==================== block 1
Block 1, placement by cell class:
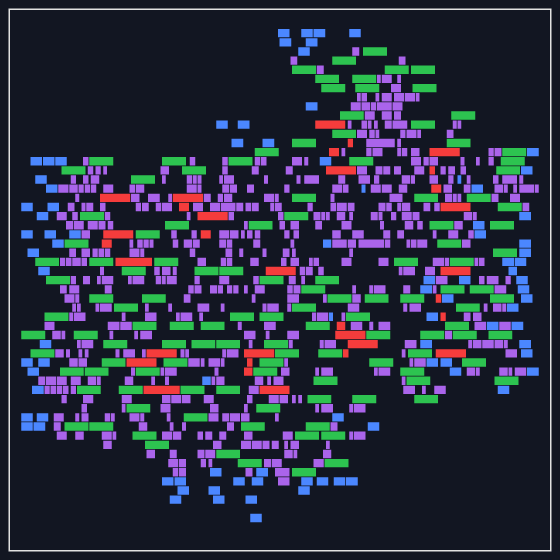

===== src/rtl/spi_memory_slave_if.sv =====
// SPI pin bundle plus the parallel memory-backend handshake of spi_memory_slave.
interface spi_memory_slave_if #(
    parameter int unsigned ADDR_BYTES = 3
);
    localparam int unsigned ADDR_W = 8 * ADDR_BYTES;

    logic              sck;
    logic              cs;
    logic              mosi;
    logic              miso;
    logic              miso_oe;
    logic              cmd_valid;
    logic [7:0]        cmd_opcode;
    logic              rd_req;
    logic [ADDR_W-1:0] rd_addr;
    logic [7:0]        rd_data;
    logic              wr_valid;
    logic [ADDR_W-1:0] wr_addr;
    logic [7:0]        wr_data;
    logic              busy;
    logic [2:0]        state_out;

    modport slave (
        input  sck, cs, mosi, rd_data,
        output miso, miso_oe, cmd_valid, cmd_opcode, rd_req, rd_addr,
               wr_valid, wr_addr, wr_data, busy, state_out
    );

    modport master (
        output sck, cs, mosi, rd_data,
        input  miso, miso_oe, cmd_valid, cmd_opcode, rd_req, rd_addr,
               wr_valid, wr_addr, wr_data, busy, state_out
    );
endinterface


===== src/rtl/spi_memory_slave.sv =====
// Oversampled SPI mode-0 flash-style responder: decodes READ / FAST_READ / PAGE_PROGRAM
// into parallel read-request and write-strobe handshakes.
module spi_memory_slave #(
    parameter int unsigned ADDR_BYTES = 3,
    parameter int unsigned FAST_DUMMY = 8
) (
    input  logic                  main_clock,
    input  logic                  reset,
    spi_memory_slave_if.slave     bus
);
    localparam int unsigned ADDR_W = 8 * ADDR_BYTES;
    localparam int unsigned CNT_W  = 9;

    typedef enum logic [2:0] {
        S_IDLE   = 3'd0,
        S_OPCODE = 3'd1,
        S_ADDR   = 3'd2,
        S_DUMMY  = 3'd3,
        S_READ   = 3'd4,
        S_WRITE  = 3'd5,
        S_IGNORE = 3'd6
    } state_t;

    state_t            state_q, state_d;
    logic              sck_s1_q, sck_s1_d, sck_s2_q, sck_s2_d, sck_dly_q, sck_dly_d;
    logic              cs_s1_q, cs_s1_d, cs_s2_q, cs_s2_d;
    logic              mosi_s1_q, mosi_s1_d, mosi_s2_q, mosi_s2_d;
    logic              armed_q, armed_d;
    logic [CNT_W-1:0]  bit_cnt_q, bit_cnt_d;
    logic [2:0]        tx_cnt_q, tx_cnt_d;
    logic [ADDR_W-1:0] shift_q, shift_d;
    logic [6:0]        tx_shift_q, tx_shift_d;
    logic              miso_q, miso_d, miso_oe_q, miso_oe_d;
    logic              cmd_valid_q, cmd_valid_d;
    logic [7:0]        cmd_opcode_q, cmd_opcode_d;
    logic              rd_req_q, rd_req_d;
    logic [ADDR_W-1:0] rd_addr_q, rd_addr_d;
    logic              wr_valid_q, wr_valid_d;
    logic [ADDR_W-1:0] wr_addr_q, wr_addr_d;
    logic [7:0]        wr_data_q, wr_data_d;
    logic              busy_q, busy_d;

    logic              sck_rise, sck_fall;
    logic [ADDR_W-1:0] shifted;

    assign sck_rise = sck_s2_q & ~sck_dly_q;
    assign sck_fall = ~sck_s2_q & sck_dly_q;
    assign shifted  = {shift_q[ADDR_W-2:0], mosi_s2_q};

    always_comb begin
        state_d      = state_q;
        sck_s1_d     = bus.sck;
        sck_s2_d     = sck_s1_q;
        sck_dly_d    = sck_s2_q;
        cs_s1_d      = bus.cs;
        cs_s2_d      = cs_s1_q;
        mosi_s1_d    = bus.mosi;
        mosi_s2_d    = mosi_s1_q;
        armed_d      = armed_q | cs_s2_q;
        bit_cnt_d    = bit_cnt_q;
        tx_cnt_d     = tx_cnt_q;
        shift_d      = shift_q;
        tx_shift_d   = tx_shift_q;
        miso_d       = miso_q;
        cmd_valid_d  = 1'b0;
        cmd_opcode_d = cmd_opcode_q;
        rd_req_d     = 1'b0;
        rd_addr_d    = rd_addr_q;
        wr_valid_d   = 1'b0;
        wr_addr_d    = wr_valid_q ? wr_addr_q + ADDR_W'(1) : wr_addr_q;
        wr_data_d    = wr_data_q;

        // CS release overrides any byte that completes in the same cycle
        if (cs_s2_q) begin
            state_d   = S_IDLE;
            bit_cnt_d = '0;
            tx_cnt_d  = '0;
        end else begin
            case (state_q)
                S_IDLE: begin
                    // armed only after CS has been seen high since reset
                    if (armed_q) begin
                        state_d   = S_OPCODE;
                        bit_cnt_d = '0;
                    end
                end
                S_OPCODE: if (sck_rise) begin
                    shift_d   = shifted;
                    bit_cnt_d = bit_cnt_q + CNT_W'(1);
                    if (bit_cnt_q == CNT_W'(7)) begin
                        bit_cnt_d    = '0;
                        cmd_opcode_d = shifted[7:0];
                        case (shifted[7:0])
                            8'h03, 8'h0B, 8'h02: state_d = S_ADDR;
                            default: begin
                                state_d     = S_IGNORE;
                                cmd_valid_d = 1'b1;
                            end
                        endcase
                    end
                end
                S_ADDR: if (sck_rise) begin
                    shift_d   = shifted;
                    bit_cnt_d = bit_cnt_q + CNT_W'(1);
                    if (bit_cnt_q == CNT_W'(ADDR_W - 1)) begin
                        bit_cnt_d   = '0;
                        tx_cnt_d    = '0;
                        cmd_valid_d = 1'b1;
                        case (cmd_opcode_q)
                            8'h03: begin
                                rd_addr_d = shifted;
                                rd_req_d  = 1'b1;
                                state_d   = S_READ;
                            end
                            8'h0B: begin
                                rd_addr_d = shifted;
                                state_d   = S_DUMMY;
                            end
                            default: begin
                                wr_addr_d = shifted;
                                state_d   = S_WRITE;
                            end
                        endcase
                    end
                end
                S_DUMMY: if (sck_rise) begin
                    bit_cnt_d = bit_cnt_q + CNT_W'(1);
                    if (bit_cnt_q == CNT_W'(FAST_DUMMY - 1)) begin
                        bit_cnt_d = '0;
                        rd_req_d  = 1'b1;
                        state_d   = S_READ;
                    end
                end
                S_READ: begin
                    // first fall of each byte loads the backend byte; later falls shift
                    if (sck_fall) begin
                        tx_cnt_d = tx_cnt_q + 3'd1;
                        if (tx_cnt_q == 3'd0) begin
                            miso_d     = bus.rd_data[7];
                            tx_shift_d = bus.rd_data[6:0];
                        end else begin
                            miso_d     = tx_shift_q[6];
                            tx_shift_d = {tx_shift_q[5:0], 1'b0};
                        end
                    end
                    // prefetch the next byte on the last sampled bit of this one
                    if (sck_rise) begin
                        bit_cnt_d = bit_cnt_q + CNT_W'(1);
                        if (bit_cnt_q == CNT_W'(7)) begin
                            bit_cnt_d = '0;
                            rd_addr_d = rd_addr_q + ADDR_W'(1);
                            rd_req_d  = 1'b1;
                        end
                    end
                end
                S_WRITE: if (sck_rise) begin
                    shift_d   = shifted;
                    bit_cnt_d = bit_cnt_q + CNT_W'(1);
                    if (bit_cnt_q == CNT_W'(7)) begin
                        bit_cnt_d  = '0;
                        wr_valid_d = 1'b1;
                        wr_data_d  = shifted[7:0];
                    end
                end
                S_IGNORE: miso_d = 1'b0;
                default:  state_d = S_IDLE;
            endcase
        end

        if (state_d != S_READ) begin
            miso_d = 1'b0;
        end
        miso_oe_d = (state_d == S_READ);
        busy_d    = (state_d != S_IDLE);
    end

    always_ff @(posedge main_clock) begin
        if (reset) begin
            state_q      <= S_IDLE;
            sck_s1_q     <= 1'b0;
            sck_s2_q     <= 1'b0;
            sck_dly_q    <= 1'b0;
            cs_s1_q      <= 1'b0;
            cs_s2_q      <= 1'b0;
            mosi_s1_q    <= 1'b0;
            mosi_s2_q    <= 1'b0;
            armed_q      <= 1'b0;
            bit_cnt_q    <= '0;
            tx_cnt_q     <= '0;
            shift_q      <= '0;
            tx_shift_q   <= '0;
            miso_q       <= 1'b0;
            miso_oe_q    <= 1'b0;
            cmd_valid_q  <= 1'b0;
            cmd_opcode_q <= '0;
            rd_req_q     <= 1'b0;
            rd_addr_q    <= '0;
            wr_valid_q   <= 1'b0;
            wr_addr_q    <= '0;
            wr_data_q    <= '0;
            busy_q       <= 1'b0;
        end else begin
            state_q      <= state_d;
            sck_s1_q     <= sck_s1_d;
            sck_s2_q     <= sck_s2_d;
            sck_dly_q    <= sck_dly_d;
            cs_s1_q      <= cs_s1_d;
            cs_s2_q      <= cs_s2_d;
            mosi_s1_q    <= mosi_s1_d;
            mosi_s2_q    <= mosi_s2_d;
            armed_q      <= armed_d;
            bit_cnt_q    <= bit_cnt_d;
            tx_cnt_q     <= tx_cnt_d;
            shift_q      <= shift_d;
            tx_shift_q   <= tx_shift_d;
            miso_q       <= miso_d;
            miso_oe_q    <= miso_oe_d;
            cmd_valid_q  <= cmd_valid_d;
            cmd_opcode_q <= cmd_opcode_d;
            rd_req_q     <= rd_req_d;
            rd_addr_q    <= rd_addr_d;
            wr_valid_q   <= wr_valid_d;
            wr_addr_q    <= wr_addr_d;
            wr_data_q    <= wr_data_d;
            busy_q       <= busy_d;
        end
    end

    assign bus.miso       = miso_q;
    assign bus.miso_oe    = miso_oe_q;
    assign bus.cmd_valid  = cmd_valid_q;
    assign bus.cmd_opcode = cmd_opcode_q;
    assign bus.rd_req     = rd_req_q;
    assign bus.rd_addr    = rd_addr_q;
    assign bus.wr_valid   = wr_valid_q;
    assign bus.wr_addr    = wr_addr_q;
    assign bus.wr_data    = wr_data_q;
    assign bus.busy       = busy_q;
    assign bus.state_out  = state_q;
endmodule


===== src/flat_wrapper.sv =====
// flat-port wrapper written by rule: the top's interface ports become plain ports
module spi_memory_slave_flat 
#(
    parameter int unsigned ADDR_BYTES = 3,
    parameter int unsigned FAST_DUMMY = 8
)
  (main_clock, reset, bus_sck, bus_cs, bus_mosi, bus_rd_data, bus_miso, bus_miso_oe, bus_cmd_valid, bus_cmd_opcode, bus_rd_req, bus_rd_addr, bus_wr_valid, bus_wr_addr, bus_wr_data, bus_busy, bus_state_out);
  spi_memory_slave_if #(.ADDR_BYTES(ADDR_BYTES)) bus_i ();
  input  logic main_clock;
  input  logic reset;
  input wire logic [$bits(bus_i.sck)-1:0] bus_sck;
  input wire logic [$bits(bus_i.cs)-1:0] bus_cs;
  input wire logic [$bits(bus_i.mosi)-1:0] bus_mosi;
  input wire logic [$bits(bus_i.rd_data)-1:0] bus_rd_data;
  output wire logic [$bits(bus_i.miso)-1:0] bus_miso;
  output wire logic [$bits(bus_i.miso_oe)-1:0] bus_miso_oe;
  output wire logic [$bits(bus_i.cmd_valid)-1:0] bus_cmd_valid;
  output wire logic [$bits(bus_i.cmd_opcode)-1:0] bus_cmd_opcode;
  output wire logic [$bits(bus_i.rd_req)-1:0] bus_rd_req;
  output wire logic [$bits(bus_i.rd_addr)-1:0] bus_rd_addr;
  output wire logic [$bits(bus_i.wr_valid)-1:0] bus_wr_valid;
  output wire logic [$bits(bus_i.wr_addr)-1:0] bus_wr_addr;
  output wire logic [$bits(bus_i.wr_data)-1:0] bus_wr_data;
  output wire logic [$bits(bus_i.busy)-1:0] bus_busy;
  output wire logic [$bits(bus_i.state_out)-1:0] bus_state_out;
  assign bus_i.sck = bus_sck;
  assign bus_i.cs = bus_cs;
  assign bus_i.mosi = bus_mosi;
  assign bus_i.rd_data = bus_rd_data;
  assign bus_miso = bus_i.miso;
  assign bus_miso_oe = bus_i.miso_oe;
  assign bus_cmd_valid = bus_i.cmd_valid;
  assign bus_cmd_opcode = bus_i.cmd_opcode;
  assign bus_rd_req = bus_i.rd_req;
  assign bus_rd_addr = bus_i.rd_addr;
  assign bus_wr_valid = bus_i.wr_valid;
  assign bus_wr_addr = bus_i.wr_addr;
  assign bus_wr_data = bus_i.wr_data;
  assign bus_busy = bus_i.busy;
  assign bus_state_out = bus_i.state_out;
  spi_memory_slave #(.ADDR_BYTES(ADDR_BYTES), .FAST_DUMMY(FAST_DUMMY)) u_core (.main_clock(main_clock), .reset(reset), .bus(bus_i));
endmodule

===== config.mk =====
export PLATFORM = sky130hd
export DESIGN_NAME = spi_memory_slave_flat
export DESIGN_NICKNAME = d
export VERILOG_FILES = /design/src/rtl/spi_memory_slave_if.sv /design/src/rtl/spi_memory_slave.sv /design/src/flat_wrapper.sv
export SDC_FILE = /design/constraint.sdc
export NUM_CORES = 1
export LEC_CHECK = 0
export ABC_CLOCK_PERIOD_IN_PS = 4280
export CAP_MARGIN = 0
export CORE_MARGIN = 3
export CORE_UTILIZATION = 25
export CTS_CLUSTER_SIZE = 10
export DETAILED_ROUTE_END_ITERATION = 10
export PLACE_DENSITY = 0.5
export RECOVER_POWER = 50
export SYNTH_ARGS = -nofsm -noshare
export SYNTH_HDL_FRONTEND = slang
export SYNTH_SLANG_ARGS = --single-unit

===== constraint.sdc =====
create_clock -name main_clock -period 4.28 [get_ports main_clock]
set_input_delay 0.856 -clock main_clock [delete_from_list [all_inputs] [get_ports main_clock]]
set_output_delay 0.856 -clock main_clock [all_outputs]
set_load 0.01 [all_outputs]

==================== block 2
File: config.mk
export PLATFORM = sky130hd
export DESIGN_NAME = mux_readout_seq_flat
export DESIGN_NICKNAME = d
export VERILOG_FILES = /design/src/rtl/mux_readout_pkg.sv /design/src/rtl/mux_readout_if.sv /design/src/rtl/mux_readout_next_ch_find.sv /design/src/rtl/mux_readout_seq.sv /design/src/flat_wrapper.sv
export SDC_FILE = /design/constraint.sdc
export NUM_CORES = 1
export LEC_CHECK = 0
export CAP_MARGIN = 5
export CORE_ASPECT_RATIO = 0.8
export CORE_MARGIN = 5
export CORE_UTILIZATION = 25
export DETAILED_ROUTE_END_ITERATION = 16
export SYNTH_ARGS = -nofsm -noshare
export SYNTH_HDL_FRONTEND = slang
export SYNTH_HIERARCHICAL = 1
export SYNTH_SLANG_ARGS = --single-unit
File: constraint.sdc
create_clock -name clk -period 2.5 [get_ports clk]
set_input_delay 0.375 -clock clk [delete_from_list [all_inputs] [get_ports clk]]
set_output_delay 0.375 -clock clk [all_outputs]
set_load 0.02 [all_outputs]
File: src/rtl/mux_readout_pkg.sv
// Shared types and default sizes for the result-mux readout sequencer.
// Sizes match the 32-channel systolic array accumulator bank.
package mux_readout_pkg;

  localparam int DEF_NUM_CH = 32;
  localparam int DEF_DATA_W = 17;
  localparam int DEF_SEL_W  = 8;

  typedef enum logic [1:0] {
    IDLE,
    SETTLE,
    PRESENT,
    DONE
  } state_t;

endpackage

File: src/rtl/mux_readout_if.sv
// Valid/ready result stream leaving the readout sequencer.
// master = sequencer side, slave = downstream sink.
interface mux_readout_if
  import mux_readout_pkg::*;
#(
  parameter int DW = DEF_DATA_W,
  parameter int SW = DEF_SEL_W
);

  logic [DW-1:0] out_data;
  logic [SW-1:0] out_ch;
  logic          out_valid;
  logic          out_last;
  logic          out_ready;

  modport master (
    output out_data,
    output out_ch,
    output out_valid,
    output out_last,
    input  out_ready
  );

  modport slave (
    input  out_data,
    input  out_ch,
    input  out_valid,
    input  out_last,
    output out_ready
  );

endinterface

File: src/rtl/mux_readout_next_ch_find.sv
// Find-first-set over mask bits strictly above base,
// or over the whole mask when from0 is set.
module next_ch_find
  import mux_readout_pkg::*;
#(
  parameter int NUM_CH = DEF_NUM_CH,
  parameter int SEL_W  = DEF_SEL_W
) (
  input  logic [NUM_CH-1:0] mask,
  input  logic [SEL_W-1:0]  base,
  input  logic              from0,
  output logic [SEL_W-1:0]  index,
  output logic              found
);

  // scan downward so the lowest qualifying bit is the last one written
  always_comb begin
    index = '0;
    found = 1'b0;
    for (int i = NUM_CH - 1; i >= 0; i--) begin
      if (mask[i] && (from0 || (SEL_W'(i) > base))) begin
        index = SEL_W'(i);
        found = 1'b1;
      end
    end
  end

endmodule

File: src/rtl/mux_readout_seq.sv
// Drains enabled accumulator channels through the shared result mux
// onto a valid/ready stream; select only moves to enabled channels.
module mux_readout_seq
  import mux_readout_pkg::*;
#(
  parameter int NUM_CH = DEF_NUM_CH,
  parameter int DATA_W = DEF_DATA_W,
  parameter int SEL_W  = DEF_SEL_W
) (
  input  logic              clk,
  input  logic              rst_n,
  input  logic              start,
  input  logic              abort,
  input  logic [NUM_CH-1:0] ch_mask,
  output logic [SEL_W-1:0]  mux_sel,
  input  logic [DATA_W-1:0] mux_y,
  mux_readout_if.master     rd,
  output logic              busy,
  output logic              done
);

  state_t              state;
  logic [NUM_CH-1:0]   mask_q;
  logic [DATA_W-1:0]   data_q;
  logic [SEL_W-1:0]    ch_q;
  logic                valid_q;
  logic                last_q;

  logic [SEL_W-1:0]    first_idx;
  logic                first_found;
  logic [SEL_W-1:0]    nxt_idx;
  logic                nxt_found;

  assign rd.out_data  = data_q;
  assign rd.out_ch    = ch_q;
  assign rd.out_valid = valid_q;
  assign rd.out_last  = last_q;

  next_ch_find #(
    .NUM_CH (NUM_CH),
    .SEL_W  (SEL_W)
  ) u_first (
    .mask  (ch_mask),
    .base  ('0),
    .from0 (1'b1),
    .index (first_idx),
    .found (first_found)
  );

  next_ch_find #(
    .NUM_CH (NUM_CH),
    .SEL_W  (SEL_W)
  ) u_next (
    .mask  (mask_q),
    .base  (mux_sel),
    .from0 (1'b0),
    .index (nxt_idx),
    .found (nxt_found)
  );

  // pass sequencing; select is only written when moving to a new channel
  always_ff @(posedge clk) begin
    if (!rst_n) begin
      state   <= IDLE;
      mask_q  <= '0;
      mux_sel <= '0;
      data_q  <= '0;
      ch_q    <= '0;
      valid_q <= 1'b0;
      last_q  <= 1'b0;
      busy    <= 1'b0;
      done    <= 1'b0;
    end else if (abort && (state != IDLE)) begin
      state   <= IDLE;
      valid_q <= 1'b0;
      last_q  <= 1'b0;
      busy    <= 1'b0;
      done    <= 1'b0;
    end else begin
      done <= 1'b0;
      unique case (state)
        IDLE: begin
          if (start && !abort) begin
            busy   <= 1'b1;
            mask_q <= ch_mask;
            if (first_found) begin
              mux_sel <= first_idx;
              state   <= SETTLE;
            end else begin
              state <= DONE;
            end
          end
        end
        SETTLE: begin
          data_q  <= mux_y;
          ch_q    <= mux_sel;
          valid_q <= 1'b1;
          last_q  <= !nxt_found;
          state   <= PRESENT;
        end
        PRESENT: begin
          if (valid_q && rd.out_ready) begin
            valid_q <= 1'b0;
            if (last_q) begin
              state <= DONE;
            end else begin
              mux_sel <= nxt_idx;
              state   <= SETTLE;
            end
          end
        end
        DONE: begin
          done   <= 1'b1;
          busy   <= 1'b0;
          last_q <= 1'b0;
          state  <= IDLE;
        end
        default: state <= IDLE;
      endcase
    end
  end

endmodule
File: src/flat_wrapper.sv
// flat-port wrapper written by rule: the top's interface ports become plain ports
module mux_readout_seq_flat import mux_readout_pkg::*;
#(
  parameter int NUM_CH = DEF_NUM_CH,
  parameter int DATA_W = DEF_DATA_W,
  parameter int SEL_W  = DEF_SEL_W
)
  (clk, rst_n, start, abort, ch_mask, mux_sel, mux_y, busy, done, rd_out_data, rd_out_ch, rd_out_valid, rd_out_last, rd_out_ready);
  mux_readout_if rd_i ();
  input  logic clk;
  input  logic rst_n;
  input  logic start;
  input  logic abort;
  input  logic [NUM_CH-1:0] ch_mask;
  output logic [SEL_W-1:0] mux_sel;
  input  logic [DATA_W-1:0] mux_y;
  output logic busy;
  output logic done;
  output wire logic [$bits(rd_i.out_data)-1:0] rd_out_data;
  output wire logic [$bits(rd_i.out_ch)-1:0] rd_out_ch;
  output wire logic [$bits(rd_i.out_valid)-1:0] rd_out_valid;
  output wire logic [$bits(rd_i.out_last)-1:0] rd_out_last;
  input wire logic [$bits(rd_i.out_ready)-1:0] rd_out_ready;
  assign rd_out_data = rd_i.out_data;
  assign rd_out_ch = rd_i.out_ch;
  assign rd_out_valid = rd_i.out_valid;
  assign rd_out_last = rd_i.out_last;
  assign rd_i.out_ready = rd_out_ready;
  mux_readout_seq #(.NUM_CH(NUM_CH), .DATA_W(DATA_W), .SEL_W(SEL_W)) u_core (.clk(clk), .rst_n(rst_n), .start(start), .abort(abort), .ch_mask(ch_mask), .mux_sel(mux_sel), .mux_y(mux_y), .rd(rd_i), .busy(busy), .done(done));
endmodule
==================== block 3
[config.mk]
export PLATFORM = sky130hd
export DESIGN_NAME = adder16_mp_sched
export DESIGN_NICKNAME = d
export VERILOG_FILES = /design/src/rtl/adder16_mp_sched.sv
export SDC_FILE = /design/constraint.sdc
export NUM_CORES = 1
export LEC_CHECK = 0
export CORE_ASPECT_RATIO = 1.1
export CORE_MARGIN = 3
export CORE_UTILIZATION = 47
export CTS_CLUSTER_SIZE = 8
export DETAILED_ROUTE_END_ITERATION = 16
export GPL_TIMING_DRIVEN = 0
export PLACE_DENSITY_LB_ADDON = 0.3
export SYNTH_ARGS = -nofsm -noshare
export SYNTH_HDL_FRONTEND = slang
export SYNTH_SLANG_ARGS = --single-unit
[constraint.sdc]
create_clock -name clk -period 4.7 [get_ports clk]
set_input_delay 0.94 -clock clk [delete_from_list [all_inputs] [get_ports clk]]
set_output_delay 0.94 -clock clk [all_outputs]
set_load 0.02 [all_outputs]
[src/rtl/adder16_mp_sched.sv]
// Two-requester scheduler that serialises up to 64-bit additions through one
// 16-bit carry-lookahead adder, one word per cycle, and holds each result until consumed.

module adder16_carry_ahead (
    input  logic [15:0] a,
    input  logic [15:0] b,
    input  logic        cin,
    output logic [15:0] sum,
    output logic        cout
);
    logic [15:0] g;
    logic [15:0] p;

    assign g = a & b;
    assign p = a ^ b;

    // Four 4-bit groups: group generate/propagate, then carries into each group,
    // then the bit carries inside each group.
    always_comb begin
        logic [3:0]  gg;
        logic [3:0]  gp;
        logic [4:0]  gc;
        logic [16:0] c;
        gg = '0;
        gp = '0;
        gc = '0;
        c  = '0;
        for (int i = 0; i < 4; i++) begin
            gg[i] = g[4*i+3]
                  | (p[4*i+3] & g[4*i+2])
                  | (p[4*i+3] & p[4*i+2] & g[4*i+1])
                  | (p[4*i+3] & p[4*i+2] & p[4*i+1] & g[4*i]);
            gp[i] = &p[4*i +: 4];
        end
        gc[0] = cin;
        for (int i = 0; i < 4; i++) begin
            gc[i+1] = gg[i] | (gp[i] & gc[i]);
        end
        for (int i = 0; i < 4; i++) begin
            c[4*i] = gc[i];
            for (int j = 1; j < 4; j++) begin
                c[4*i+j] = g[4*i+j-1] | (p[4*i+j-1] & c[4*i+j-1]);
            end
        end
        c[16] = gc[4];
        sum   = p ^ c[15:0];
        cout  = c[16];
    end
endmodule

module adder16_mp_sched #(
    parameter bit RR_EN = 1'b1
) (
    input  logic        clk,
    input  logic        rst_n,
    input  logic [1:0]  req_valid,
    output logic [1:0]  req_ready,
    input  logic [63:0] req0_a,
    input  logic [63:0] req0_b,
    input  logic [63:0] req1_a,
    input  logic [63:0] req1_b,
    input  logic [1:0]  req0_len,
    input  logic [1:0]  req1_len,
    input  logic        req0_cin,
    input  logic        req1_cin,
    output logic        rsp_valid,
    input  logic        rsp_ready,
    output logic        rsp_id,
    output logic [63:0] rsp_sum,
    output logic        rsp_cout
);
    // Handshake: a request transfers on a cycle where req_valid[i] && req_ready[i];
    // a response transfers on a cycle where rsp_valid && rsp_ready, and its payload
    // is held unchanged while rsp_valid is high and rsp_ready is low.

    typedef enum logic [1:0] {
        IDLE = 2'd0,
        RUN  = 2'd1,
        DONE = 2'd2
    } state_t;

    state_t      state;
    state_t      state_nxt;

    logic [63:0] a_q;
    logic [63:0] b_q;
    logic [63:0] sum_q;
    logic [1:0]  len_q;
    logic [1:0]  beat;
    logic        cin_q;
    logic        id_q;
    logic        carry_q;
    logic        ptr;

    logic        gnt_id;
    logic        accept;
    logic [63:0] sel_a;
    logic [63:0] sel_b;
    logic [1:0]  sel_len;
    logic        sel_cin;

    logic [5:0]  word_lsb;
    logic [15:0] add_a;
    logic [15:0] add_b;
    logic [15:0] add_sum;
    logic        add_cin;
    logic        add_cout;

    // Grant selection: ptr names the favoured requester when both ask.
    always_comb begin
        gnt_id = 1'b0;
        if (RR_EN) begin
            gnt_id = (&req_valid) ? ptr : req_valid[1];
        end else begin
            gnt_id = ~req_valid[0] & req_valid[1];
        end
    end

    always_comb begin
        sel_a   = gnt_id ? req1_a   : req0_a;
        sel_b   = gnt_id ? req1_b   : req0_b;
        sel_len = gnt_id ? req1_len : req0_len;
        sel_cin = gnt_id ? req1_cin : req0_cin;
    end

    // req_ready is qualified by rst_n so it drops the instant reset asserts.
    always_comb begin
        state_nxt = state;
        req_ready = 2'b00;
        accept    = 1'b0;
        case (state)
            IDLE: begin
                if (rst_n && (|req_valid)) begin
                    accept    = 1'b1;
                    req_ready = gnt_id ? 2'b10 : 2'b01;
                    state_nxt = RUN;
                end
            end
            RUN: begin
                if (beat == len_q) begin
                    state_nxt = DONE;
                end
            end
            DONE: begin
                if (rsp_ready) begin
                    state_nxt = IDLE;
                end
            end
            default: state_nxt = IDLE;
        endcase
    end

    always_ff @(posedge clk or negedge rst_n) begin
        if (!rst_n) begin
            state <= IDLE;
        end else begin
            state <= state_nxt;
        end
    end

    assign word_lsb = {beat, 4'b0000};
    assign add_a    = a_q[word_lsb +: 16];
    assign add_b    = b_q[word_lsb +: 16];
    assign add_cin  = (beat == 2'd0) ? cin_q : carry_q;

    adder16_carry_ahead u_add (
        .a    (add_a),
        .b    (add_b),
        .cin  (add_cin),
        .sum  (add_sum),
        .cout (add_cout)
    );

    // Clearing sum_q on acceptance is what keeps words above len at zero.
    always_ff @(posedge clk or negedge rst_n) begin
        if (!rst_n) begin
            a_q     <= '0;
            b_q     <= '0;
            sum_q   <= '0;
            len_q   <= '0;
            beat    <= '0;
            cin_q   <= 1'b0;
            id_q    <= 1'b0;
            carry_q <= 1'b0;
            ptr     <= 1'b0;
        end else if (accept) begin
            a_q     <= sel_a;
            b_q     <= sel_b;
            sum_q   <= '0;
            len_q   <= sel_len;
            beat    <= '0;
            cin_q   <= sel_cin;
            id_q    <= gnt_id;
            carry_q <= 1'b0;
            if (RR_EN) begin
                ptr <= ~gnt_id;
            end
        end else if (state == RUN) begin
            sum_q[word_lsb +: 16] <= add_sum;
            carry_q               <= add_cout;
            beat                  <= beat + 2'd1;
        end
    end

    assign rsp_valid = (state == DONE);
    assign rsp_sum   = sum_q;
    assign rsp_cout  = carry_q;
    assign rsp_id    = id_q;

endmodule

==================== block 4
`src/rtl/fetch_sequencer.sv`:
```
// fetch_sequencer
// Program counter and fetch controller for the instruction memory. Issues
// the memory address, accounts for the memory's one-cycle read latency so
// that data for cur_pc is always on imem_instr while running, and offers
// each instruction to decode over a valid/ready handshake. Handles branch
// redirects, backpressure, halting and a saturating retired-instruction count.
//
// Ports:
//   clk, reset   clock; asynchronous active-high reset
//   start        leave IDLE/HALT and begin fetching at PC 0
//   imem_addr    address to memory (registered by the memory on clk)
//   imem_instr   memory word for the address registered on the last edge
//   imem_done    memory end-of-program flag, aligned with imem_instr
//   instr        instruction to decode (passthrough of imem_instr)
//   instr_pc     PC of instr
//   instr_valid  instr is valid this cycle
//   instr_ready  decode accepts instr this cycle
//   br_taken     redirect request, honoured only on an accepted transfer
//   br_target    redirect address
//   halted       sequencer is in HALT
//   instr_count  number of accepted instructions, saturating
module fetch_sequencer #(
  parameter int              AW         = 8,
  parameter int              IW         = 9,
  parameter logic [IW-1:0]   HALT_INSTR = '0,
  parameter int              CW         = 16
) (
  input  logic          clk,
  input  logic          reset,
  input  logic          start,
  output logic [AW-1:0] imem_addr,
  input  logic [IW-1:0] imem_instr,
  input  logic          imem_done,
  output logic [IW-1:0] instr,
  output logic [AW-1:0] instr_pc,
  output logic          instr_valid,
  input  logic          instr_ready,
  input  logic          br_taken,
  input  logic [AW-1:0] br_target,
  output logic          halted,
  output logic [CW-1:0] instr_count
);

  typedef enum logic [1:0] {
    IDLE = 2'd0,
    RUN  = 2'd1,
    HALT = 2'd2
  } state_t;

  state_t        state;
  logic [AW-1:0] cur_pc;
  logic [CW-1:0] count_q;

  logic in_run;
  logic transfer;
  logic is_halt_instr;

  // The done flag arrives with the data, so it must suppress valid in the
  // same cycle rather than one cycle late.
  assign in_run        = (state == RUN);
  assign instr_valid   = in_run & ~imem_done;
  assign transfer      = instr_valid & instr_ready;
  assign is_halt_instr = (imem_instr == HALT_INSTR);

  assign instr       = imem_instr;
  assign instr_pc    = cur_pc;
  assign halted      = (state == HALT);
  assign instr_count = count_q;

  // Address for the word needed next cycle. Re-reading cur_pc on stalls,
  // halts and done keeps the memory output aligned with cur_pc, and issuing
  // the branch target directly gives a zero-bubble redirect.
  always_comb begin
    imem_addr = '0;
    if (in_run) begin
      if (!transfer || is_halt_instr) begin
        imem_addr = cur_pc;
      end else if (br_taken) begin
        imem_addr = br_target;
      end else begin
        imem_addr = cur_pc + 1'b1;
      end
    end
  end

  // Sequencer state, PC and retired count. While running, the PC simply
  // follows the address just issued, so it always matches the returned data.
  always_ff @(posedge clk or posedge reset) begin
    if (reset) begin
      state   <= IDLE;
      cur_pc  <= '0;
      count_q <= '0;
    end else begin
      case (state)
        IDLE: begin
          if (start) begin
            state  <= RUN;
            cur_pc <= '0;
          end
        end
        RUN: begin
          if (imem_done) begin
            state <= HALT;
          end else if (instr_ready) begin
            if (count_q != '1) begin
              count_q <= count_q + 1'b1;
            end
            if (is_halt_instr) begin
              state <= HALT;
            end else begin
              cur_pc <= imem_addr;
            end
          end
        end
        HALT: begin
          if (start) begin
            state  <= RUN;
            cur_pc <= '0;
          end
        end
        default: begin
          state <= IDLE;
        end
      endcase
    end
  end

endmodule

```
`config.mk`:
```
export PLATFORM = sky130hd
export DESIGN_NAME = fetch_sequencer
export DESIGN_NICKNAME = d
export VERILOG_FILES = /design/src/rtl/fetch_sequencer.sv
export SDC_FILE = /design/constraint.sdc
export NUM_CORES = 1
export LEC_CHECK = 0
export CAP_MARGIN = 25
export CORE_MARGIN = 2
export CORE_UTILIZATION = 48
export CTS_CLUSTER_SIZE = 16
export DETAILED_ROUTE_END_ITERATION = 12
export PLACE_DENSITY_LB_ADDON = 0.15
export SLEW_MARGIN = 0
export SYNTH_ARGS = -nofsm -noshare
export SYNTH_HDL_FRONTEND = slang
export SYNTH_SLANG_ARGS = --single-unit
```
`constraint.sdc`:
```
create_clock -name clk -period 7.79 [get_ports clk]
set_input_delay 2.337 -clock clk [delete_from_list [all_inputs] [get_ports clk]]
set_output_delay 2.337 -clock clk [all_outputs]
set_load 0.01 [all_outputs]
```

## Gallery

Placement by cell class.
image #1
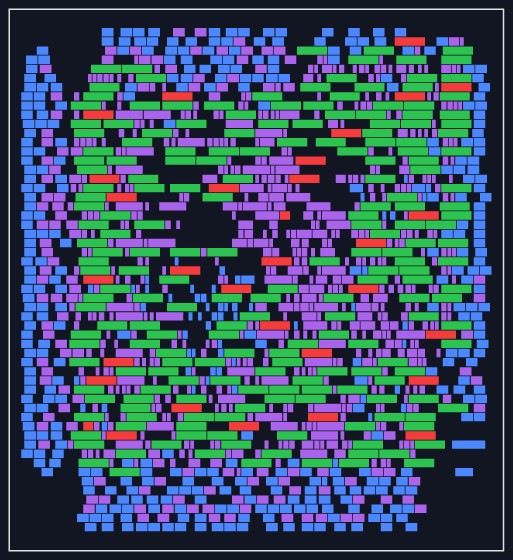
image #2
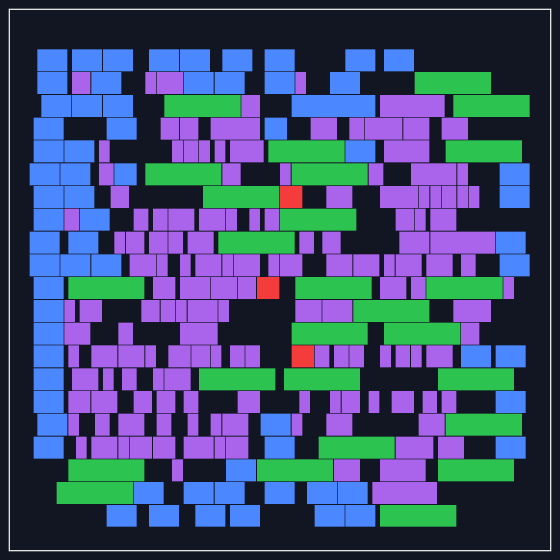
image #3
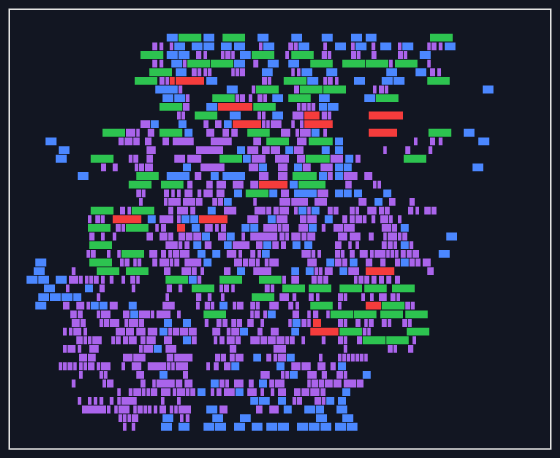
- most sequential cells: image #1
- most cells: image #1
- block 3 = image #1
- block 2 = image #3
- block 4 = image #2

Block 2, wiring by layer:
The bar under the picture is 50 um long.
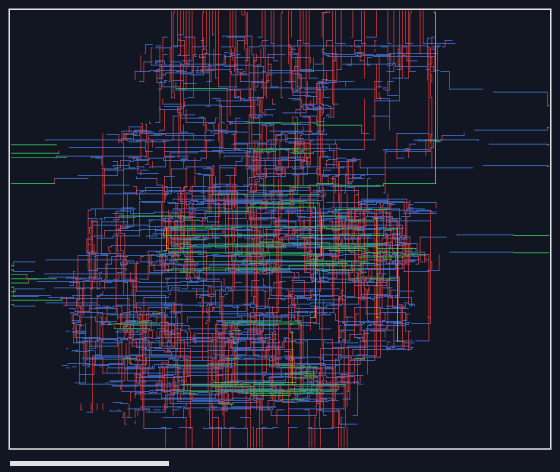
colour	layer	wire length
green	metal 3	1450 um
blue	metal 1	8880 um
orange	metal 4	212 um
red	metal 2	8040 um
via count: 5829
mean routed wirelength per cell: 15.8 um
gr usage total: 15.7%

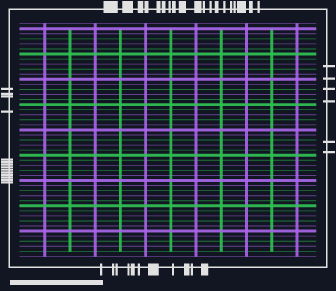
Block 2: PDN straps and rails
The bar under the picture is 50 um long. Pins as bars on the die edge.
colour	net
purple	VSS
green	VDD
met1 rails	47
signal pins	91
rows	46

==> GITHUB_STEP_SUMMARY, block 2 <==
## Implementation flow summary

| Metric | Value |
|---|---|
| Combinational share of cell area | `48.4%` |
| Synth area leaders | `dfxtp_1 28%, nand2_1 11%, a21oi_1 9.2%` |
| Chip area in the Yosys report | `0.00511 mm^2` |
| Comb power frac | `29.5%` |
| Crit path DAT | `2730 ps` |
| Power Internal | `0.00263 W` |
| Max reg flops | `32` |
| Die width | `170 um` |
| Final ANT Viol Nets | `0` |
| Late-Pin Clk Latency | `340 ps` |
| Pin count of the biggest net entering global routing | `65` |
| Maximum clock path buffer count | `2` |
| Final Non-Filler Cells | `1179` |
| Mux area share | `1.79%` |
| Hold path cells | `2` |
| Inverters | `17` |
| Top-area cell share | `27.8%` |
| Fin nets | `964` |
| Final HPWL DP | `14300 um` |
| Fp_density | `25.6%` |
| Vias in the first global route | `5466` |
| Critical path launch point type | `register` |
| # diodes | `0` |
| Postcts setup bufs | `3` |
| Top FF cell, synth | `dfxtp_1` |
| Ys cells | `702` |
| Run status | `completed` |
| Fill cell count | `2087` |
| Skew final | `7.16 ps` |
| Aoi share | `33.0%` |
| IO buf count | `90` |
| Levels on crit path | `9` |
| Pins Over Slew Limit | `0` |
| RSZ-0062 raised after global routing | `yes` |
| Tmin final | `2480 ps` |
| Core area | `0.0200 mm^2` |
| Clk pwr share | `37.8%` |
| Final setup vio count | `0` |
| Commonest Layout Cell | `nand2_1` |
| Syn Inst Count | `702` |
| Hold Path Class | `reg -> reg` |
| Gr ovfl total | `0` |
==> block 2: routing by layer <==
metal  global-route usage [%]  wire, um
met1                     22.7      8880
met2                     23.2      8040
met3                     4.42      1450
met4                     3.35       211
met5                        0         0
==> block 2: through the flow <==
stage | setup TNS (ps) | worst slack [ps] | util (%) | total power [W]
after CTS | 0 | 9.17 | 36.8 | 0.00369
after detailed placement | -1630 | -212 | 34.9 | 0.00224
after floorplan | 0 | 13.4 | - | 0.00182
after global routing | -298 | -88.3 | 37.6 | 0.00394
final | 0 | 21.7 | 37.6 | 0.00375
after global placement | -1490 | -178 | 34.9 | 0.00224
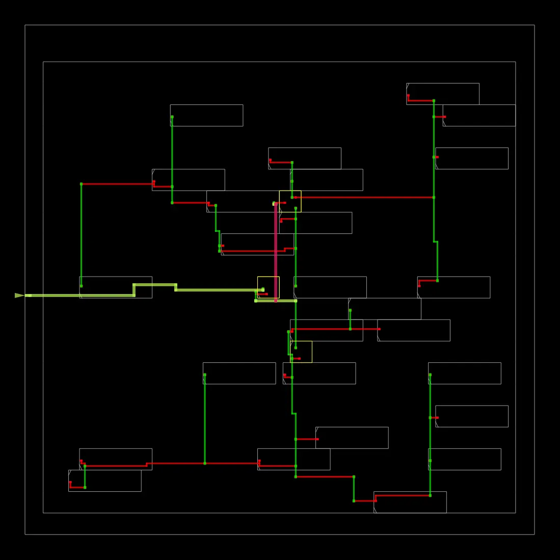
Block 4: the clock network
Late-Pin Clk Latency: 320 ps
flop count: 26
skew final: 6.75 ps
TritonCTS Sinks: 26

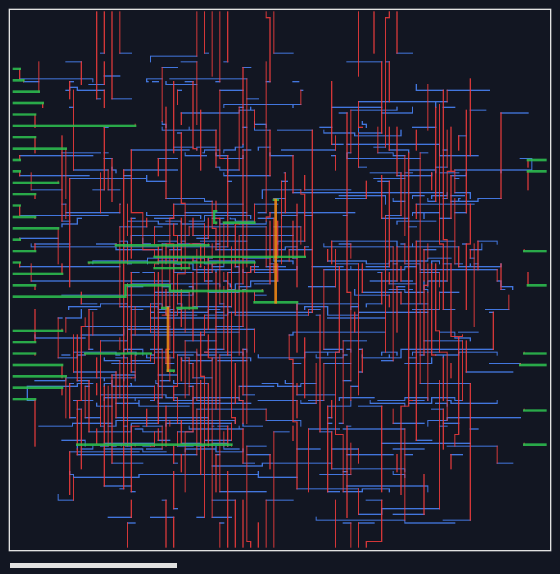
Block 4: wiring by layer
The bar under the picture is 20 um long.
colour	layer	wire length
blue	metal 1	1870 um
orange	metal 4	19.7 um
red	metal 2	2130 um
green	metal 3	240 um

==> GITHUB_STEP_SUMMARY, block 4 <==
## Implementation flow summary

| Metric | Value |
|---|---|
| Run status | `completed` |
| Pin count of the biggest net entering global routing | `22` |
| Area Overhead vs Synth | `38.9%` |
| WS Path Type | `in -> out` |
| Total power draw | `0.000440 W` |
| Max-cap viol count | `0` |
| Slowest stage delay, CP | `610 ps` |
| Flop share of the area | `26.7%` |
| Starting DRC count in detailed routing | `75` |
| Root buffer cell | `clkbuf_4` |
| Fraction of layout cells with a size suffix above 1 | `8.16%` |
| Critical path launch point | `imem_done` |
| Gr ovfl total | `0` |
| Reg power frac | `44.9%` |
| Chip area in the Yosys report | `0.00176 mm^2` |
| Slowest CP cell | `clkdlybuf4s50_1` |
| Top cells by count | `26 x dfrtp_1, 18 x nand2_1, 15 x nand3_1` |
| Final Non-Filler Cells | `291` |
| # DRC | `0` |
| Postcts setup bufs | `0` |
| Die height | `64.5 um` |
| Ys cells | `190` |
| Leakage | `1.01 nW` |
| Post-cts resize count | `0` |
| Post-synth ARST share | `100%` |
| Levels on crit path | `6` |
| Top cell category | `logic gates` |
| # placed instances | `288` |
-- block 4: sequential cells by signal (all words and copies together), names as in the netlist --
register and cells:
instr_count 16, instr_pc 8, state 2
-- block 4: metal layers --
metal | share of wire, % | global-route usage [%] | routed length [um]
met5 | 0 | 0 | 0
met2 | 50 | 37.1 | 2130
met1 | 44 | 27.5 | 1870
met3 | 5.6 | 2.95 | 239
met4 | 0.45 | 3.99 | 19
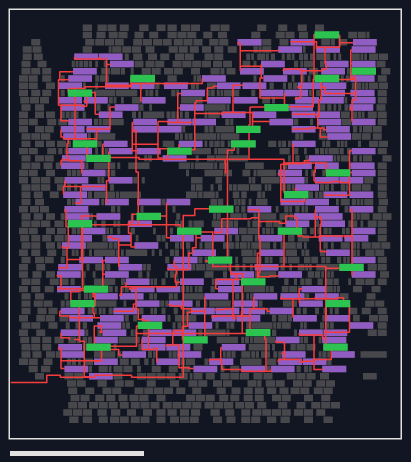
Block 3: routed clock nets over the placement
The bar under the picture is 50 um long.
[purple] flip-flops | count: 202
[green] clock drivers | count: 29
[red] clock wires | length: 2530 um
routed clock nets	30
Late-Pin Clk Latency: 530 ps
clock group power: 0.00178 W
skew final: 25.7 ps
Clk pwr share: 17.9%

==> GITHUB_STEP_SUMMARY, block 3 <==
## Implementation flow summary

| Metric | Value |
|---|---|
| Final ANT Viol Nets | `0` |
| Top cell category | `registers` |
| Pin count of the biggest net entering global routing | `115` |
| TAP cells | `285` |
| Synth Cell Area | `0.0102 mm^2` |
| Number of logic gates | `657` |
| Critical path launch point | `beat[1]` |
| Core area | `0.0209 mm^2` |
| Crit path capture | `rsp_sum[30]` |
| Slowest CP cell | `fa_1` |
| Vias in the first global route | `9413` |
| Final hold viol count | `0` |
| Logic area | `0.00472 mm^2` |
| Slowest stage delay, CP | `440 ps` |
| # diodes | `2` |
| WS Path Type | `reg -> reg` |
| Leakage | `6.50 nW` |
| Util after Layout | `70.3%` |
| TritonCTS clock tree | `done` |
| Avg Cell Area, Syn | `10.7 um^2` |
| Flop count | `202` |
| Post-Route WL | `33600 um` |
| Netlist cell types | `38` |
| Run status | `completed` |
| CP required | `5080 ps` |
| Number of flops mapped to enable cells by yosys | `0` |
| R2r worst-path depth | `14` |
| Critical Path Sink Type | `register` |
| Syn_nets | `1252` |
| Tmin final | `4510 ps` |
| Reg area | `0.00505 mm^2` |
| Final setup vio count | `0` |
| Hold Path Class | `in -> async` |
| Tool warning count | `31` |
| Pre-CTS setup slack | `-71.4 ps` |
| Worst R2R Start | `beat[1]` |
| Flop share of the area | `34.4%` |
| Max-cap viol count | `0` |
| Pre-antenna DRT Iters | `5` |
| CP Buf/Inv Count | `4` |
| Ys cells | `953` |
| Commonest non-fill, non-tap cells in the layout | `334 x clkdlybuf4s50_1, 202 x dfrtp_1, 139 x nor2_1` |
| Core Rows | `55` |
| Comb area leader | `multiplexers` |
| Seq/Total Area, Yosys | `49.7%` |
| H-tree depth | `1` |
| Maximum clock frequency | `0.222 GHz` |
| Power Internal | `0.00570 W` |
block 3: metal layers:
metal	routed length (um)	part of all wire, %	global-route usage, %
met1	12800	38	35.9
met2	17100	51	48.3
met3	2620	7.8	5.16
met4	1150	3.4	10.0
met5	0	0	0
block 3: worst reg2reg max path: stages, from the launching register on:
cell,delay (ps)
dfrtp_1,370
clkbuf_1,380
clkbuf_2,420
mux4_2,420
ha_1,360
nand3_1,120
nor3_1,270
nor3_1,130
o21ba_2,240
fa_1,440
fa_1,420
inv_1,80
fa_1,410
inv_1,190
o21ai_0,130
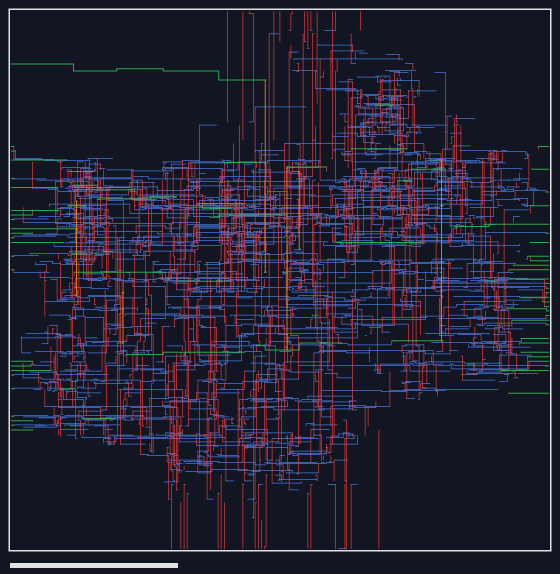
Block 1: wiring by layer
The bar under the picture is 50 um long.
colour	layer	wire length
blue	metal 1	8480 um
green	metal 3	788 um
red	metal 2	7790 um
orange	metal 4	231 um

About 'placement by cell class' of block 1:
colour	class	cells
purple	combinational and other logic	523
red	clock drivers and dummy loads	32
blue	other buffers and delay cells	90
green	flops	123
design area: 0.00761 mm^2
core area: 0.0231 mm^2
Core Rows: 55

==> GITHUB_STEP_SUMMARY, block 1 <==
## Implementation flow summary

| Metric | Value |
|---|---|
| Final Non-Filler Cells | `1081` |
| Logic area | `0.00328 mm^2` |
| Maximum clock frequency | `0.297 GHz` |
| Layout non-clock buf frac | `11.5%` |
| VDD IR max | `212 uV` |
| TritonCTS clock tree | `done` |
| R2r setup slk | `920 ps` |
| Clk tree area frac | `7.55%` |
| Hold endpoint | `u_core.cs_s2_q` |
| Synth area leaders | `dfxtp_1 41%, mux2i_1 8.0%, nor2_1 6.5%` |
| Critical hold path startpoint | `u_core.cs_s1_q` |
| Post-cts resize count | `0` |
| Pwr dens | `344 mW/mm^2` |
| Clock-pin slew on the worst setup and hold paths | `60 ps` |
| CP Buf/Inv Count | `1` |
| RR Endpoint | `u_core.bus.wr_addr[6]` |
| FF+latch count, synth | `123` |
| Util after Layout | `33.0%` |
| Io pins | `86` |
| Failing checks | `max-capacitance violations, max-slew violations` |
| Pre-antenna DRT Iters | `5` |
| Fp_density | `25.9%` |
| Top cells by count | `123 x dfxtp_1, 104 x nor2_1, 48 x mux2i_1` |
| Worst path top cell family by delay | `buffers and inverters` |
| Final period utilization | `78.6%` |
| Hold Path Class | `reg -> reg` |
| Max-cap viol count | `1` |
| WS Path Type | `reg -> reg` |
| Pins Over Slew Limit | `49` |
| Seq/Total Area, Yosys | `41.2%` |
| Gr busiest metal | `met2` |
| Max layer used | `met4` |
| Netlist cell types | `59` |
| Critical Path Sink Type | `register` |
| Crit Path Max Fanout | `48` |
| Fill cell count | `2407` |
| Avg Cell Area, Syn | `8.59 um^2` |
| Skew final | `6.29 ps` |
| Met2 WL | `7790 um` |
| Synth Cell Area | `0.00597 mm^2` |
| Worst R2R Start | `u_core.bus.state_out[0]` |
| Leakage | `2.95 nW` |
| Die height | `161 um` |
| Fin worst setup slack | `916 ps` |
| Die Size | `0.0258 mm^2` |
| Run status | `finished, violations left` |
| Ys cells | `695` |
| Final HPWL DP | `11500 um` |
| Crit path DAT | `3680 ps` |
| Final ANT Viol Nets | `0` |
| Most frequent cell after synthesis | `dfxtp_1` |
| Vias per cell | `4.93` |
| Combinational share of cell area | `43.1%` |
| CTS Buf Count | `17` |
| GRT met3 Usage | `3.20%` |
| Area Overhead vs Synth | `27.4%` |
| Slowest CP cell | `clkbuf_1` |
| Root buffer cell | `clkbuf_16` |
[block 1: logic make-up (layout without fill, tap and decap cells)]
kind of cell	Yosys count	in the layout	share of synthesized area, %
buffers and inverters	55	128	3.64
AND-OR/OR-AND	148	148	16.4
XOR/XNOR	33	33	4.84
multiplexers	48	48	8.04
AND/OR/NAND/NOR	283	283	24.8
flip-flops	123	123	41.2
adder cells (fa/ha/maj)	5	5	1.05
[block 1: power by group]
part	leakage [nW]	switching, W	internal [W]	total, W
clock network	0.283	0.000542	0.000854	0.00140
logic	1.67	0.0000348	0.0000238	0.0000586
registers	0.992	0.00000845	0.00115	0.00116


==> notes/layouts.md <==
Pictures saved along the way, in no particular order.

Routed clock nets over the placement.
picture 1
The bar under the picture is 50 um long.
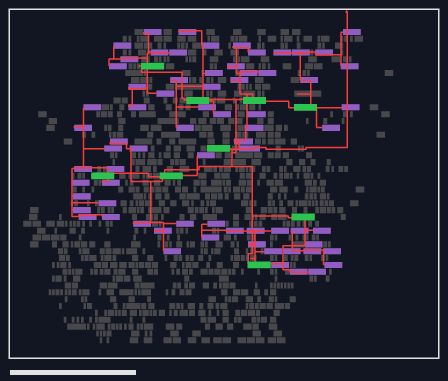
picture 2
The bar under the picture is 20 um long.
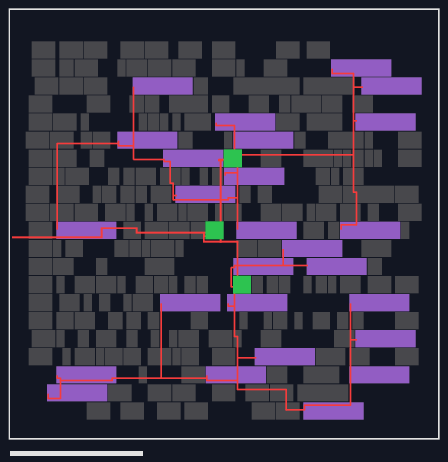
picture 3
The bar under the picture is 50 um long.
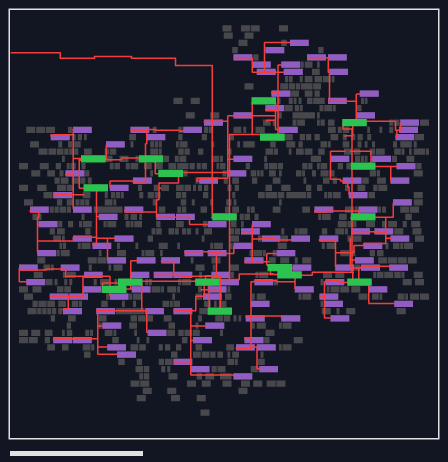
- fewest sequential cells: picture 2
| from | picture |
|---|---|
| block 1 | picture 3 |
| block 2 | picture 1 |
| block 4 | picture 2 |


==> notes/layouts.md <==
Pictures saved along the way, in no particular order.

The clock network.
shot_01.png
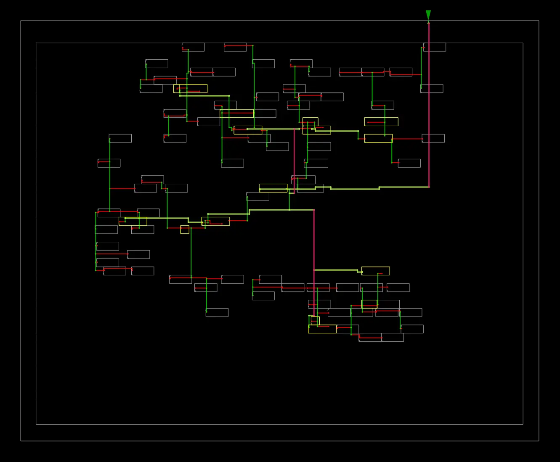
shot_02.png
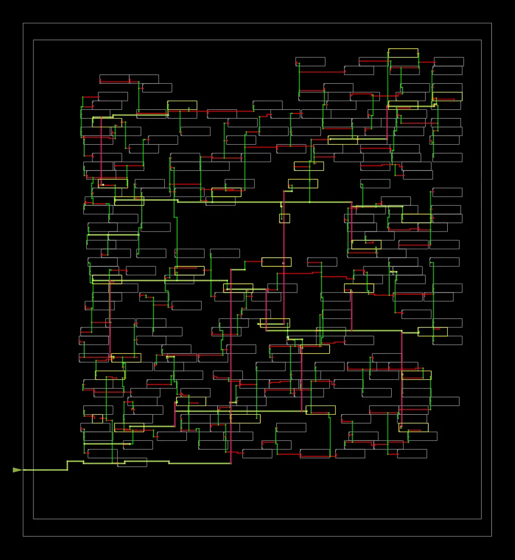
shot_03.png
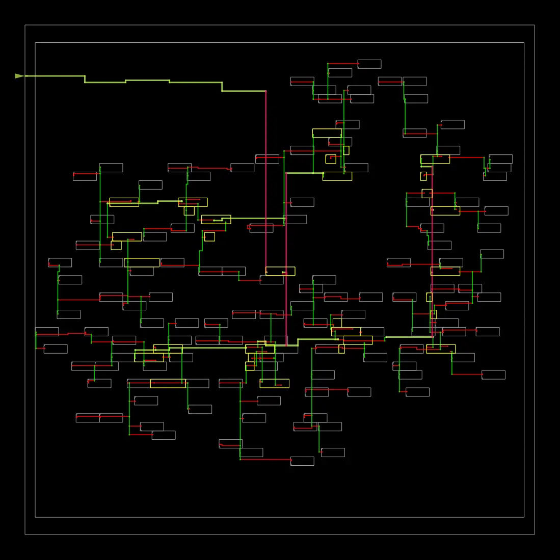
shot_03.png -> block 1
shot_01.png -> block 2
shot_02.png -> block 3
- fewest clock buffers: shot_01.png

Power is estimated from default activity; no workload was simulated.
